==================== uart_rx_pkt_ctrl
**uart_rx_pkt_ctrl: M4 wires**

The bar under the picture is 20 µm long.
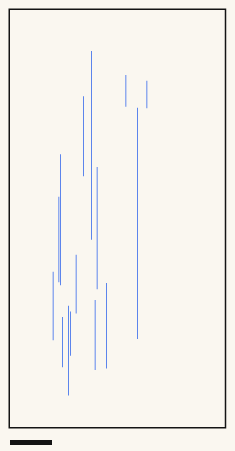
**uart_rx_pkt_ctrl: M1 wires**

The bar under the picture is 20 µm long.
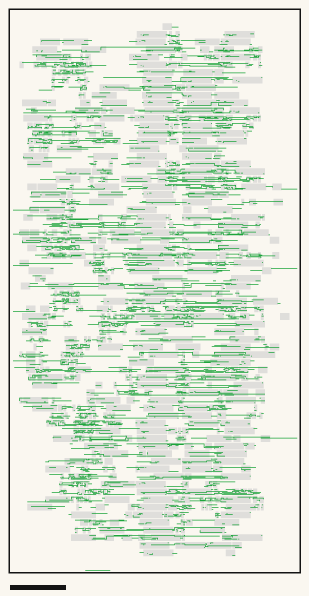
--- config.mk ---
export PLATFORM = sky130hd
export DESIGN_NAME = uart_rx_pkt_ctrl
export DESIGN_NICKNAME = d
export VERILOG_FILES = /design/src/rtl/uart_rx_pkt_ctrl.sv
export SDC_FILE = /design/constraint.sdc
export NUM_CORES = 1
export LEC_CHECK = 0
export ABC_AREA = 1
export CAP_MARGIN = 20
export CELL_PAD_IN_SITES_DETAIL_PLACEMENT = 0
export CELL_PAD_IN_SITES_GLOBAL_PLACEMENT = 2
export CORE_ASPECT_RATIO = 2
export CORE_MARGIN = 3
export CORE_UTILIZATION = 42
export DETAILED_ROUTE_END_ITERATION = 10
export PLACE_DENSITY = 0.83
export SYNTH_ARGS = -nofsm -noshare
export SYNTH_HDL_FRONTEND = slang
export SYNTH_SLANG_ARGS = --single-unit
--- constraint.sdc ---
create_clock -name clk -period 4.45 [get_ports clk]
set_input_delay 1.1125 -clock clk [delete_from_list [all_inputs] [get_ports clk]]
set_output_delay 1.1125 -clock clk [all_outputs]
set_load 0.01 [all_outputs]
--- src/rtl/uart_rx_pkt_ctrl.sv ---
// Packet sequencer behind a UART receiver: SOF / LEN / payload / XOR checksum framing
// with inter-byte timeout, a payload buffer and a valid/ready hand-off to the consumer.
module uart_rx_pkt_ctrl #(
  parameter int         SYS_CLK       = 50000000,
  parameter int         BAUD_RATE     = 115200,
  parameter int         ADDR_W        = 4,
  parameter logic [7:0] SOF           = 8'hAA,
  parameter int         TIMEOUT_BYTES = 4
) (
  input  logic              clk,
  input  logic              rst_n,
  input  logic [7:0]        i_rx_d,
  input  logic              i_rx_complete,
  input  logic              i_rx_error,
  output logic              o_pkt_valid,
  input  logic              i_pkt_ready,
  output logic [ADDR_W:0]   o_pkt_len,
  input  logic [ADDR_W-1:0] i_rd_addr,
  output logic [7:0]        o_rd_data,
  output logic              o_busy,
  output logic              o_err_frame,
  output logic              o_err_chk,
  output logic              o_err_timeout,
  output logic              o_overrun
);

  localparam int          MAX_LEN     = 2 ** ADDR_W;
  localparam logic [31:0] MAX_LEN_U   = MAX_LEN;
  localparam int          TIMEOUT_CYC = (SYS_CLK / BAUD_RATE) * 10 * TIMEOUT_BYTES;
  localparam int          TO_W        = $clog2(TIMEOUT_CYC);
  localparam logic [TO_W-1:0] TO_LAST = TO_W'(TIMEOUT_CYC - 1);

  typedef enum logic [2:0] {
    S_IDLE    = 3'd0,
    S_LEN     = 3'd1,
    S_PAYLOAD = 3'd2,
    S_CHK     = 3'd3,
    S_HOLD    = 3'd4
  } state_t;

  state_t          r_state;
  state_t          w_state_nxt;
  logic [ADDR_W:0] r_len;
  logic [ADDR_W:0] r_cnt;
  logic [7:0]      r_chk;
  logic [TO_W-1:0] r_to_cnt;
  logic [ADDR_W:0] r_pkt_len;
  logic [7:0]      r_rd_data;
  logic [7:0]      r_mem [MAX_LEN];
  logic            r_err_frame;
  logic            r_err_chk;
  logic            r_err_timeout;
  logic            r_overrun;

  logic w_active;
  logic w_len_ok;
  logic w_wr_en;
  logic w_err_frame_nxt;
  logic w_err_chk_nxt;
  logic w_err_to_nxt;
  logic w_overrun_nxt;

  assign w_active = (r_state == S_LEN) || (r_state == S_PAYLOAD) || (r_state == S_CHK);
  assign w_len_ok = (i_rx_d != 8'd0) && ({24'd0, i_rx_d} <= MAX_LEN_U);

  // Handshake: o_pkt_valid is high for the whole HOLD state and the packet is
  // transferred in the cycle where o_pkt_valid && i_pkt_ready; valid drops next cycle.
  always_comb begin
    w_state_nxt     = r_state;
    w_wr_en         = 1'b0;
    w_err_frame_nxt = 1'b0;
    w_err_chk_nxt   = 1'b0;
    w_err_to_nxt    = 1'b0;
    w_overrun_nxt   = 1'b0;
    case (r_state)
      S_IDLE: begin
        if (i_rx_complete && !i_rx_error && (i_rx_d == SOF)) w_state_nxt = S_LEN;
      end
      S_LEN, S_PAYLOAD, S_CHK: begin
        if (i_rx_error) begin
          w_err_frame_nxt = 1'b1;
          w_state_nxt     = S_IDLE;
        end else if (i_rx_complete) begin
          if (r_state == S_LEN) begin
            if (w_len_ok) begin
              w_state_nxt = S_PAYLOAD;
            end else begin
              w_err_frame_nxt = 1'b1;
              w_state_nxt     = S_IDLE;
            end
          end else if (r_state == S_PAYLOAD) begin
            w_wr_en = 1'b1;
            if (r_cnt == (r_len - 1'b1)) w_state_nxt = S_CHK;
          end else begin
            if (i_rx_d == r_chk) begin
              w_state_nxt = S_HOLD;
            end else begin
              w_err_chk_nxt = 1'b1;
              w_state_nxt   = S_IDLE;
            end
          end
        end else if (r_to_cnt == TO_LAST) begin
          w_err_to_nxt = 1'b1;
          w_state_nxt  = S_IDLE;
        end
      end
      S_HOLD: begin
        w_overrun_nxt = i_rx_complete;
        if (i_pkt_ready) w_state_nxt = S_IDLE;
      end
      default: w_state_nxt = S_IDLE;
    endcase
  end

  always_ff @(posedge clk or negedge rst_n) begin
    if (!rst_n) begin
      r_state       <= S_IDLE;
      r_len         <= '0;
      r_cnt         <= '0;
      r_chk         <= '0;
      r_to_cnt      <= '0;
      r_pkt_len     <= '0;
      r_err_frame   <= 1'b0;
      r_err_chk     <= 1'b0;
      r_err_timeout <= 1'b0;
      r_overrun     <= 1'b0;
    end else begin
      r_state       <= w_state_nxt;
      r_err_frame   <= w_err_frame_nxt;
      r_err_chk     <= w_err_chk_nxt;
      r_err_timeout <= w_err_to_nxt;
      r_overrun     <= w_overrun_nxt;
      // Counts idle cycles only while a frame is open and the state is unchanged.
      if (w_active && !i_rx_complete && (w_state_nxt == r_state)) r_to_cnt <= r_to_cnt + 1'b1;
      else                                                          r_to_cnt <= '0;
      if ((r_state == S_IDLE) && (w_state_nxt == S_LEN)) begin
        r_chk <= '0;
        r_cnt <= '0;
      end
      if ((r_state == S_LEN) && (w_state_nxt == S_PAYLOAD)) begin
        r_len <= (ADDR_W+1)'(i_rx_d);
        r_chk <= i_rx_d;
        r_cnt <= '0;
      end
      if (w_wr_en) begin
        r_chk <= r_chk ^ i_rx_d;
        r_cnt <= r_cnt + 1'b1;
      end
      if ((r_state == S_CHK) && (w_state_nxt == S_HOLD)) r_pkt_len <= r_len;
    end
  end

  always_ff @(posedge clk) begin
    if (w_wr_en) r_mem[r_cnt[ADDR_W-1:0]] <= i_rx_d;
  end

  always_ff @(posedge clk or negedge rst_n) begin
    if (!rst_n) r_rd_data <= '0;
    else        r_rd_data <= r_mem[i_rd_addr];
  end

  assign o_pkt_valid   = (r_state == S_HOLD);
  assign o_busy        = (r_state != S_IDLE);
  assign o_pkt_len     = r_pkt_len;
  assign o_rd_data     = r_rd_data;
  assign o_err_frame   = r_err_frame;
  assign o_err_chk     = r_err_chk;
  assign o_err_timeout = r_err_timeout;
  assign o_overrun     = r_overrun;

endmodule

==> run summary <==
impl run done, here's what came out: Tmin final about 3.2 ns, total cells reported by yosys after synthesis around 700, detailed router's first-iteration violation count between 200 and 300, largest cell class by area flip-flops and latches, most frequent logic cell in the layout sky130_fd_sc_hd__edfxtp_1, clock latency on the worst-skew pair approximately 0.44 ns, height of the chip around 200 µm, area share, top type 48.42%, x dimension of the die roughly 100 µm, post-layout net count about 780, area occupied by multi-input gates between 0.002 and 0.0025 mm², leakage power total around 3.6 nW, pin count of the biggest net entering global routing ~61, average detailed-routed wire length per instance ~19 µm, total number of placement rows ~70, number of antenna violations at the first check in global routing 0, CTS Sinks approximately 180, end point of the critical path r_mem[7][3], core area 0.01839 mm², FF-to-FF Start r_to_cnt[0], number of warnings reported in the yosys synthesis log 0, ordered cell list for the critical path clkdlybuf4s50_1, inv_1, nor3_4, inv_2, nor2_1, inv_1, nor2_1, power in the clock group roughly 1.4 mW, total DRC errors in the routed layout 0, status complete, no violations, layout cells sized above 1 under 10%, Remaining Overflow, GRT 0, TritonCTS Buffers 17
## Picture notes: 'M4 wires' of uart_rx_pkt_ctrl
The wires run mostly vertical. 12 nets have wire on it. The layer holds 3.6% of the routed length. The longest straight run is 111 µm.
detailed-route via count: 5,150
total wire length after detailed routing: 18.25 mm

## Picture notes: 'M1 wires' of uart_rx_pkt_ctrl
734 nets have wire on it. The layer carries 6,510 µm of wire. The layer holds 36% of the routed length. The wires run mostly horizontal. The longest straight run is 35.4 µm.
met1 track demand over resource in global routing: 19.11%

==> cell usage after synthesis, drive strengths merged <==
| master | instances |
|---|---|
| mux2i | 32 |
| xnor2 | 7 |
| nand2 | 122 |
| nor3 | 10 |
| nand3b | 1 |
| o21ai | 50 |
| o211ai | 32 |
| clkbuf | 17 |
| or2 | 1 |
| edfxtp | 128 |
| buf | 8 |
| inv | 74 |
| o22ai | 1 |
| nand4 | 10 |
| a21oi | 45 |
| xor2 | 9 |
| nand3 | 41 |
| ha | 6 |
| dfrtp | 53 |
| nor4 | 1 |
| nor2 | 59 |
==> kinds of logic (layout without fill, tap and decap cells) <==
logic type,count (synthesis),in the layout,share of synthesized area [%]
AOI/OAI and AO/OA,128,128,9.283
adders and majority gates,6,6,0.9456
xor gates and xnor gates,16,16,1.765
and+or+nand+nor,245,245,13.95
muxes,32,32,4.035
DFF,181,181,65.12
buffers and inverters,99,159,4.901
==> registers in the layout, summed over array words and instances (netlist names) <==
signal / cells
o_err_chk: 1
r_to_cnt: 15
r_state: 3
o_overrun: 1
o_err_timeout: 1
r_chk: 8
o_err_frame: 1
r_mem: 128
o_rd_data: 8
r_cnt: 5
o_pkt_len: 5
r_len: 5

==================== level_trend_detector
**level_trend_detector: M1 wires**

The bar under the picture is 20 µm long.
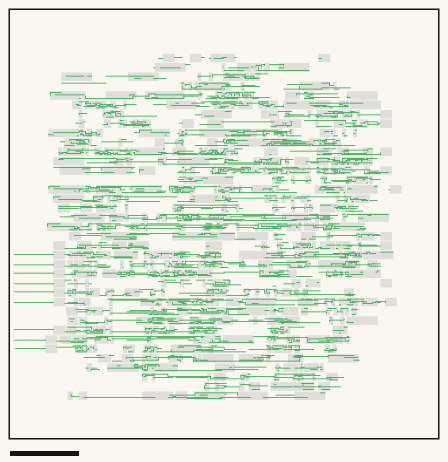
**level_trend_detector: signal wires on met2**

The bar under the picture is 20 µm long.
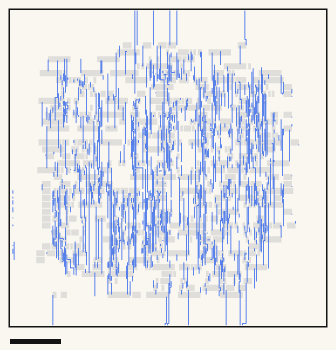
$ cat config.mk
export PLATFORM = sky130hd
export DESIGN_NAME = level_trend_detector
export DESIGN_NICKNAME = d
export VERILOG_FILES = /design/src/rtl/audio_pkg.sv /design/src/rtl/window_accumulator.sv /design/src/rtl/level_trend_detector.sv
export SDC_FILE = /design/constraint.sdc
export NUM_CORES = 1
export LEC_CHECK = 0
export ABC_AREA = 1
export CORE_MARGIN = 10
export CORE_UTILIZATION = 41
export CTS_CLUSTER_DIAMETER = 60
export DETAILED_ROUTE_END_ITERATION = 12
export PLACE_DENSITY = 0.57
export SLEW_MARGIN = 5
export SYNTH_ARGS = -nofsm -noshare
export SYNTH_HDL_FRONTEND = slang
export SYNTH_SLANG_ARGS = --single-unit
$ cat constraint.sdc
create_clock -name clk -period 5.65 [get_ports clk]
set_input_delay 1.13 -clock clk [delete_from_list [all_inputs] [get_ports clk]]
set_output_delay 1.13 -clock clk [all_outputs]
set_load 0.02 [all_outputs]
$ cat src/rtl/audio_pkg.sv
// Shared definitions for the audio level path: indicator direction codes and
// the window-trend FSM state type.
package audio_pkg;

    // Direction codes as understood by the up/down indicator.
    localparam logic DIR_UP   = 1'b0;
    localparam logic DIR_DOWN = 1'b1;

    // FIRST fills the very first window, PRIME stores it as the reference,
    // ACCUM fills later windows, COMPARE evaluates a window against the last one.
    typedef enum logic [1:0] {
        FIRST   = 2'd0,
        PRIME   = 2'd1,
        ACCUM   = 2'd2,
        COMPARE = 2'd3
    } trend_state_t;

endpackage

$ cat src/rtl/window_accumulator.sv
// Sums saturated sample magnitudes over one window of 2**WIN_LOG2 accepted
// samples and flags the transfer that completes the window.
module window_accumulator
    import audio_pkg::*;
#(
    parameter int SAMPLE_W = 12,
    parameter int WIN_LOG2 = 8
) (
    input  logic                          clk,
    input  logic                          rst_n,
    input  logic                          xfer,
    input  logic                          clr,
    input  logic signed [SAMPLE_W-1:0]    sample,
    output logic [SAMPLE_W-2+WIN_LOG2:0]  acc,
    output logic                          last
);

    localparam int AW = SAMPLE_W - 1 + WIN_LOG2;
    localparam int MW = SAMPLE_W - 1;
    localparam logic [WIN_LOG2-1:0] CNT_MAX = {WIN_LOG2{1'b1}};
    localparam logic signed [SAMPLE_W-1:0] S_MIN = {1'b1, {(SAMPLE_W-1){1'b0}}};

    logic [WIN_LOG2-1:0] cnt;
    logic [MW-1:0]       mag;

    // The most negative code has no positive counterpart, so it is clipped to
    // the largest positive magnitude to keep the magnitude one bit narrower.
    function automatic logic [MW-1:0] sat_abs(input logic signed [SAMPLE_W-1:0] s);
        logic signed [SAMPLE_W-1:0] neg;
        neg = -s;
        if (s == S_MIN)
            return {MW{1'b1}};
        else if (s[SAMPLE_W-1])
            return neg[MW-1:0];
        else
            return s[MW-1:0];
    endfunction

    assign mag  = sat_abs(sample);
    assign last = xfer && (cnt == CNT_MAX);

    // Window sum and sample count; count parks at its max after the final
    // sample and returns to zero when the window is evaluated.
    always_ff @(posedge clk or negedge rst_n) begin
        if (!rst_n) begin
            acc <= '0;
            cnt <= '0;
        end else if (clr) begin
            acc <= '0;
            cnt <= '0;
        end else if (xfer) begin
            acc <= acc + {{WIN_LOG2{1'b0}}, mag};
            if (!last)
                cnt <= cnt + 1'b1;
        end
    end

endmodule

$ cat src/rtl/level_trend_detector.sv
// Compares consecutive window magnitude sums and drives the up/down indicator,
// holding an indication for a few steady windows to avoid flicker.
module level_trend_detector
    import audio_pkg::*;
#(
    parameter int SAMPLE_W     = 12,
    parameter int WIN_LOG2     = 8,
    parameter int HYST         = 64,
    parameter int HOLD_WINDOWS = 4
) (
    input  logic                          clk,
    input  logic                          rst_n,
    input  logic                          sample_valid,
    input  logic signed [SAMPLE_W-1:0]    sample,
    output logic                          sample_ready,
    output logic                          disp_en,
    output logic                          disp_dir,
    output logic                          win_done,
    output logic [SAMPLE_W-2+WIN_LOG2:0]  level
);

    localparam int AW = SAMPLE_W - 1 + WIN_LOG2;
    localparam int CW = AW + 2;
    localparam int HW = $clog2(HOLD_WINDOWS + 1);
    localparam logic [CW-1:0] HYST_X    = CW'(HYST);
    localparam logic [HW-1:0] HOLD_INIT = HW'(HOLD_WINDOWS);

    trend_state_t state, state_nxt;

    logic          xfer;
    logic          win_last;
    logic          eval_prime;
    logic          eval_cmp;
    logic          acc_clr;
    logic [AW-1:0] acc;
    logic [AW-1:0] prev_sum;
    logic [HW-1:0] hold;
    logic [CW-1:0] cur_x;
    logic [CW-1:0] prev_x;
    logic          trend_up;
    logic          trend_down;

    assign xfer    = sample_valid && sample_ready;
    assign acc_clr = eval_prime | eval_cmp;

    window_accumulator #(
        .SAMPLE_W (SAMPLE_W),
        .WIN_LOG2 (WIN_LOG2)
    ) u_win_acc (
        .clk    (clk),
        .rst_n  (rst_n),
        .xfer   (xfer),
        .clr    (acc_clr),
        .sample (sample),
        .acc    (acc),
        .last   (win_last)
    );

    // FSM state register.
    always_ff @(posedge clk or negedge rst_n) begin
        if (!rst_n)
            state <= FIRST;
        else
            state <= state_nxt;
    end

    // Next state: one evaluation cycle after every completed window.
    always_comb begin
        state_nxt = state;
        case (state)
            FIRST:   if (win_last) state_nxt = PRIME;
            PRIME:   state_nxt = ACCUM;
            ACCUM:   if (win_last) state_nxt = COMPARE;
            COMPARE: state_nxt = ACCUM;
            default: state_nxt = FIRST;
        endcase
    end

    // FSM outputs: input is stalled while a window is being evaluated.
    always_comb begin
        sample_ready = 1'b0;
        eval_prime   = 1'b0;
        eval_cmp     = 1'b0;
        case (state)
            FIRST, ACCUM: sample_ready = 1'b1;
            PRIME:        eval_prime   = 1'b1;
            COMPARE:      eval_cmp     = 1'b1;
            default:      sample_ready = 1'b0;
        endcase
    end

    // Extra headroom so adding the hysteresis can never wrap.
    assign cur_x      = CW'(acc);
    assign prev_x     = CW'(prev_sum);
    assign trend_up   = cur_x >= (prev_x + HYST_X);
    assign trend_down = (cur_x + HYST_X) <= prev_x;

    // Reference sum, debug level, indicator and hold counter, updated on each
    // evaluation; a steady window only counts down an active hold.
    always_ff @(posedge clk or negedge rst_n) begin
        if (!rst_n) begin
            prev_sum <= '0;
            level    <= '0;
            win_done <= 1'b0;
            disp_en  <= 1'b0;
            disp_dir <= DIR_UP;
            hold     <= '0;
        end else begin
            win_done <= acc_clr;
            if (acc_clr) begin
                prev_sum <= acc;
                level    <= acc;
            end
            if (eval_cmp) begin
                if (trend_up) begin
                    disp_dir <= DIR_UP;
                    disp_en  <= 1'b1;
                    hold     <= HOLD_INIT;
                end else if (trend_down) begin
                    disp_dir <= DIR_DOWN;
                    disp_en  <= 1'b1;
                    hold     <= HOLD_INIT;
                end else if (hold != '0) begin
                    hold <= hold - 1'b1;
                    if (hold == HW'(1))
                        disp_en <= 1'b0;
                end
            end
        end
    end

endmodule
==> run summary <==
impl run done, here's what came out: Total Neg Setup Slack 0 ns, detailed router's first-iteration violation count 188, Worst Hold Endpoint disp_dir, biggest cell delay along the critical path roughly 0.5 ns, Required @ worst endpoint approximately 6 ns, cell depth of the worst hold path 2, maximum fanout count along the critical path 10, Crit Path Category in -> reg, post-layout net count 697, x dimension of the die between 100 and 150 µm, setup repair bufs after CTS 0, period utilisation layout around 69%, highest attainable clock frequency about 260 MHz, I/O Buffers 37, clock buffer depth 2, status complete, no violations, power density relative to cell area 357.6 mW/mm², Worst Min Path Start disp_dir, count of non-filler cells in the finished layout approximately 770, library cell appearing most often on the critical path sky130_fd_sc_hd__nand2_1, post-synthesis chip area from yosys around 0.0044 mm², pin count of the biggest net entering global routing about 55, CTS Sinks about 54, total cells reported by yosys after synthesis between 500 and 600, worst setup path startpoint sample[1], average detailed-routed wire length per instance 13.31 µm, library cell with the highest instance count after synthesis sky130_fd_sc_hd__nand2_1, Hold WS 0.4902 ns, Area Overhead vs Synth 13.19%, final clock skew just under 0.009 ns, final total power ~1.8 mW, top post-synthesis cells by area sky130_fd_sc_hd__dfrtp_1 (30%), sky130_fd_sc_hd__ha_1 (14%), sky130_fd_sc_hd__nand2_1 (12%)
Notes on 'M1 wires' of level_trend_detector above:
The layer carries 5,040 µm of wire. The longest straight run is 33.1 µm. The wires run mostly horizontal. 648 nets have wire on it.
met1 track demand over resource in global routing: 18.25%
total wire length after detailed routing: 10.22 mm
detailed-route via count: 3,756

Notes on 'signal wires on met2' of level_trend_detector above:
The longest straight run is 43.5 µm. The layer holds 45% of the routed length.
met2 GRT Util: 23.45%

==> metal layers <==
layer / routed length, µm / vias to the layer above / global-route usage, %
li1: - / 1998 / -
met2: 4632 / 53 / 23.45
met3: 416 / 11 / 2.534
met4: 132 / 0 / 4.245
met5: 0 / - / 0
met1: 5040 / 1694 / 18.25
==> final cells by class <==
cell class | count | area [µm²] | area share (%)
multi-input cells | 444 | 2695 | 53.62
flip-flops and latches | 54 | 1351 | 26.89
repair buffers | 39 | 380.4 | 7.568
inverters | 87 | 334.1 | 6.647
well taps | 136 | 170.2 | 3.386
clock buffers | 5 | 68.82 | 1.369
clock inverters | 3 | 26.28 | 0.5228
==> where the power goes <==
group	internal (mW)	leakage [nW]	total [mW]	switching, mW
logic	0.380	1.67	0.968	0.587
registers	0.467	0.706	0.590	0.123
clock network	0.0917	0.0491	0.240	0.149
==> cells by family (layout without fill, tap and decap cells) <==
family	after synthesis	in the layout	share of synthesized area (%)
compound gates	93	93	11.98
flops	54	54	30.43
simple gates	267	267	27.67
xor+xnor	33	33	6.509
buf+inv	97	134	8.876
fa+ha+maj	51	51	14.54

==================== input_controller
**input_controller: M1 wires**

The bar under the picture is 50 µm long.
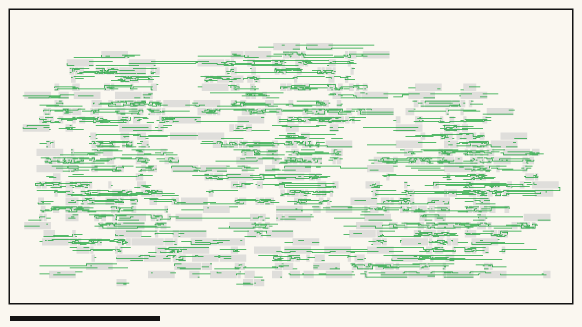
$ cat config.mk
export PLATFORM = sky130hd
export DESIGN_NAME = input_controller
export DESIGN_NICKNAME = d
export VERILOG_FILES = /design/src/rtl/sk_pkg.sv /design/src/rtl/btn_debounce.sv /design/src/rtl/input_controller.sv
export SDC_FILE = /design/constraint.sdc
export NUM_CORES = 1
export LEC_CHECK = 0
export CAP_MARGIN = 20
export CORE_ASPECT_RATIO = 0.5
export CORE_MARGIN = 4
export CORE_UTILIZATION = 32
export CTS_CLUSTER_DIAMETER = 120
export CTS_CLUSTER_SIZE = 20
export DETAILED_ROUTE_END_ITERATION = 8
export PLACE_DENSITY_LB_ADDON = 0.12
export REMOVE_ABC_BUFFERS = 1
export SETUP_SLACK_MARGIN = 0.2
export SYNTH_ARGS = -nofsm -noshare
export SYNTH_HDL_FRONTEND = slang
export SYNTH_SLANG_ARGS = --single-unit
export TNS_END_PERCENT = 30
$ cat constraint.sdc
create_clock -name clk -period 4.2 [get_ports clk]
set_clock_uncertainty 0.1 [all_clocks]
set_input_delay 0.63 -clock clk [delete_from_list [all_inputs] [get_ports clk]]
set_output_delay 0.63 -clock clk [all_outputs]
set_load 0.02 [all_outputs]
$ cat src/rtl/sk_pkg.sv
// Shared definitions for the input conditioning path: move encodings and debouncer states.
package sk_pkg;

    localparam logic [1:0] MOVE_NONE  = 2'b00;
    localparam logic [1:0] MOVE_LEFT  = 2'b01;
    localparam logic [1:0] MOVE_RIGHT = 2'b10;

    typedef enum logic [1:0] {
        DbIdle     = 2'b00,
        DbChkPress = 2'b01,
        DbHeld     = 2'b10,
        DbChkRel   = 2'b11
    } dbState_e;

    // Opposing or absent directions both resolve to no movement.
    function automatic logic [1:0] moveFromLevels(input logic left, input logic right);
        if (left && !right) begin
            return MOVE_LEFT;
        end else if (right && !left) begin
            return MOVE_RIGHT;
        end
        return MOVE_NONE;
    endfunction

endpackage

$ cat src/rtl/btn_debounce.sv
// One push-button: 2-flop synchroniser followed by a 4-state debounce FSM.
// level is high in Held/ChkRel; rise pulses for one cycle on entry to Held.
module btn_debounce
    import sk_pkg::*;
#(
    parameter int unsigned DB_CYCLES = 1000000
) (
    input  logic clk,
    input  logic rst_n,
    input  logic raw,
    output logic level,
    output logic rise
);

    localparam int unsigned CntW = (DB_CYCLES > 1) ? $clog2(DB_CYCLES) : 1;
    localparam logic [CntW-1:0] CntLast = CntW'(DB_CYCLES - 1);

    logic [1:0]      syncQ;
    logic            sync;
    dbState_e        state;
    logic [CntW-1:0] cnt;
    logic [CntW-1:0] cntNext;

    assign sync    = syncQ[1];
    // The cycle that leaves Idle/Held counts as the first stable cycle, so the
    // change is accepted when the incremented count reaches DB_CYCLES-1.
    assign cntNext = cnt + 1'b1;

    always_ff @(posedge clk or negedge rst_n) begin
        if (!rst_n) begin
            syncQ <= '0;
            state <= DbIdle;
            cnt   <= '0;
            level <= 1'b0;
            rise  <= 1'b0;
        end else begin
            syncQ <= {syncQ[0], raw};
            rise  <= 1'b0;
            case (state)
                DbIdle: begin
                    if (sync) begin
                        state <= DbChkPress;
                        cnt   <= '0;
                    end
                end
                DbChkPress: begin
                    if (!sync) begin
                        state <= DbIdle;
                        cnt   <= '0;
                    end else if (cntNext == CntLast) begin
                        state <= DbHeld;
                        cnt   <= '0;
                        level <= 1'b1;
                        rise  <= 1'b1;
                    end else begin
                        cnt <= cntNext;
                    end
                end
                DbHeld: begin
                    if (!sync) begin
                        state <= DbChkRel;
                        cnt   <= '0;
                    end
                end
                DbChkRel: begin
                    if (sync) begin
                        state <= DbHeld;
                        cnt   <= '0;
                    end else if (cntNext == CntLast) begin
                        state <= DbIdle;
                        cnt   <= '0;
                        level <= 1'b0;
                    end else begin
                        cnt <= cntNext;
                    end
                end
                default: state <= DbIdle;
            endcase
        end
    end

endmodule

$ cat src/rtl/input_controller.sv
// Button conditioning for the player: per-tick move direction and a req/ack jump handshake.
// Define JUMP_BUFFER_EN to let an unissued pending jump expire after JUMP_BUF_TICKS ticks.
module input_controller
    import sk_pkg::*;
#(
    parameter int unsigned DB_CYCLES      = 1000000,
    parameter int unsigned JUMP_BUF_TICKS = 4
) (
    input  logic       clk,
    input  logic       rst_n,
    input  logic       sim_tick,
    input  logic       btn_l,
    input  logic       btn_r,
    input  logic       btn_u,
    input  logic       jump_ack,
    output logic [1:0] move_dir,
    output logic       jump_req,
    output logic [2:0] btn_db
);

    logic       lvlL, lvlR, lvlU;
    logic       riseU;
    logic [1:0] unusedRise;
    logic       pending;
    logic       issue;
    logic       expire;

    btn_debounce #(.DB_CYCLES(DB_CYCLES)) uDbL (
        .clk(clk), .rst_n(rst_n), .raw(btn_l), .level(lvlL), .rise(unusedRise[0])
    );
    btn_debounce #(.DB_CYCLES(DB_CYCLES)) uDbR (
        .clk(clk), .rst_n(rst_n), .raw(btn_r), .level(lvlR), .rise(unusedRise[1])
    );
    btn_debounce #(.DB_CYCLES(DB_CYCLES)) uDbU (
        .clk(clk), .rst_n(rst_n), .raw(btn_u), .level(lvlU), .rise(riseU)
    );

    assign btn_db = {lvlU, lvlR, lvlL};
    // Only offer a new jump once the previous one has been acknowledged.
    assign issue  = sim_tick && pending && !jump_req;

`ifdef JUMP_BUFFER_EN
    localparam int unsigned TickW = (JUMP_BUF_TICKS > 1) ? $clog2(JUMP_BUF_TICKS) : 1;
    localparam logic [TickW-1:0] TickLast = TickW'(JUMP_BUF_TICKS - 1);

    logic [TickW-1:0] tickCnt;

    assign expire = sim_tick && pending && !issue && (tickCnt == TickLast);

    always_ff @(posedge clk or negedge rst_n) begin
        if (!rst_n) begin
            tickCnt <= '0;
        end else if (riseU && !pending) begin
            tickCnt <= '0;
        end else if (sim_tick && pending && !issue && !expire) begin
            tickCnt <= tickCnt + 1'b1;
        end
    end
`else
    logic unusedBufTicks;

    assign unusedBufTicks = ^JUMP_BUF_TICKS;
    assign expire         = 1'b0;
`endif

    always_ff @(posedge clk or negedge rst_n) begin
        if (!rst_n) begin
            move_dir <= MOVE_NONE;
            jump_req <= 1'b0;
            pending  <= 1'b0;
        end else begin
            if (sim_tick) begin
                move_dir <= moveFromLevels(lvlL, lvlR);
            end
            if (jump_req && jump_ack) begin
                jump_req <= 1'b0;
            end else if (issue) begin
                jump_req <= 1'b1;
            end
            // One-deep: a press arriving while one is already pending is dropped.
            if (riseU && !pending) begin
                pending <= 1'b1;
            end else if (issue || expire) begin
                pending <= 1'b0;
            end
        end
    end

endmodule

==> run summary <==
impl run done, here's what came out: stage-log warning count 31, GRT busiest layer met2, net switching power figure ~470 µW, Crit. path cell count 10, status complete, no violations, post-DP HPWL 9.000 mm, number of antenna-violating nets in the routed design 0, top post-synthesis cells by area sky130_fd_sc_hd__dfrtp_1 (39%), sky130_fd_sc_hd__nand2_1 (6.2%), sky130_fd_sc_hd__nand3_1 (4.9%), Top cells excl fill/tap sky130_fd_sc_hd__nand2_1 (86), sky130_fd_sc_hd__dfrtp_1 (80), sky130_fd_sc_hd__nand3_1 (51), sky130_fd_sc_hd__nor2_1 (30), sky130_fd_sc_hd__o21ai_0 (30), mean post-synth cell area roughly 8.4 µm², cell depth of the worst hold path 0, Area Overhead vs Synth 10.91%, leakage power total ~2.3 nW, H-tree lvl count 3, TritonCTS Buffers 9, period utilisation layout a little over four fifths, Remaining Overflow, GRT 0, Total Neg Setup Slack 0 ns, Overall Global Routing Usage roughly 14%, arrival time of data at the critical path endpoint ~3.7 ns, top routing layer used met4, biggest cell delay along the critical path roughly 0.55 ns, final design instance area without fill about 0.0057 mm², combinational fraction of design power about 8.6%, area share, top type roughly two fifths, kind of cell adding the most delay to the critical path simple AND/OR/NAND/NOR gates, layout cells sized above 1 between 6 and 7%, Worst Hold Class reg -> reg, Root Buffer sky130_fd_sc_hd__clkbuf_16, type of element launching the critical path register, met2 GRT Util about 22%, power density relative to cell area about 320 mW/mm², async set-or-reset flop fraction in the synthesized netlist 100.0%, I/O Buffers 12, height of the chip a little under 100 µm, number of antenna repair diodes 0, first-pass GRT wire length 21.67 mm, cell taking the most area after synthesis sky130_fd_sc_hd__dfrtp_1, clock latency on the worst-skew pair ~0.34 ns
## Picture notes: 'M1 wires' of input_controller
The layer holds 50% of the routed length. 585 nets have wire on it. The longest straight run is 33.6 µm. The layer carries 6,180 µm of wire.
total wire length after detailed routing: 12.47 mm
detailed-route via count: 4,390
met1 track demand over resource in global routing: 19.71%

==> stage by stage <==
stage               setup WS, ns  util, %
floorplan                 0.7140        -
global placement          0.7744    34.74
detailed placement        0.6748    34.74
CTS                       0.6584    36.74
global route              0.4255    36.74
finish                    0.6529    36.74
==> layout make-up <==
class	instances	area, µm²
inverter	23	86.33
clock inverter	5	82.58
tap	204	255.2
fill	1639	9878
clock buffer	10	229.0
sequential	80	2002
timing repair buffer	19	170.2
multi-input combinational	477	2912
==> cells by family (layout without fill, tap and decap cells) <==
| logic type | after synthesis | count (layout) | share of synthesized area, % |
|---|---|---|---|
| AOI/OAI and AO/OA | 129 | 129 | 16.64 |
| xor gates and xnor gates | 14 | 14 | 2.371 |
| adders and majority gates | 9 | 9 | 2.177 |
| buffers and inverters | 61 | 57 | 5.007 |
| DFF | 80 | 80 | 38.70 |
| muxes | 12 | 12 | 2.443 |
| and+or+nand+nor | 313 | 313 | 32.66 |
==> synth_stat cells, drive strengths merged (8+ instances only) <==
master  instances
a211o           9
a21o            9
a21oi          25
and2           11
and3           13
buf            19
clkbuf         19
dfrtp          80
ha              9
inv            23
nand2          86
nand3          52
nand4          29
nor2           30
nor3           26
nor4           14
o21ai          35
or3            14
xor2            8


==> layout pictures side by side <==
Routing congestion.
panel A
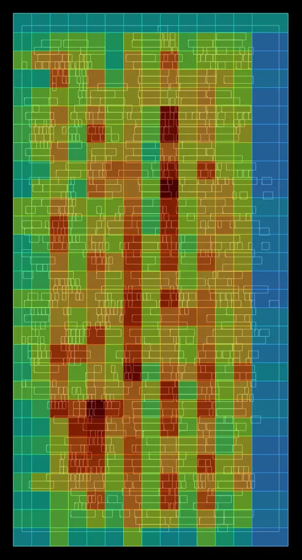
panel B
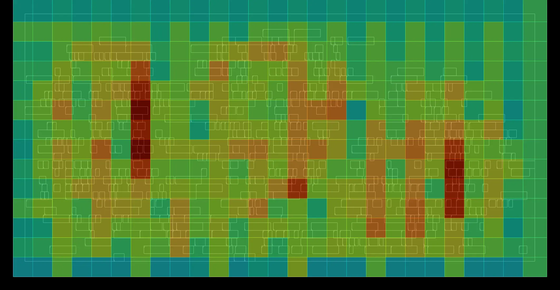
panel C
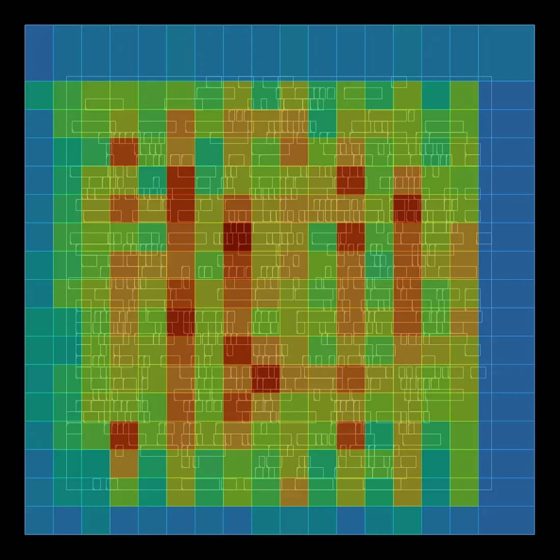
input_controller -> panel B
uart_rx_pkt_ctrl -> panel A
level_trend_detector -> panel C

Power is estimated from default activity; no workload was simulated.
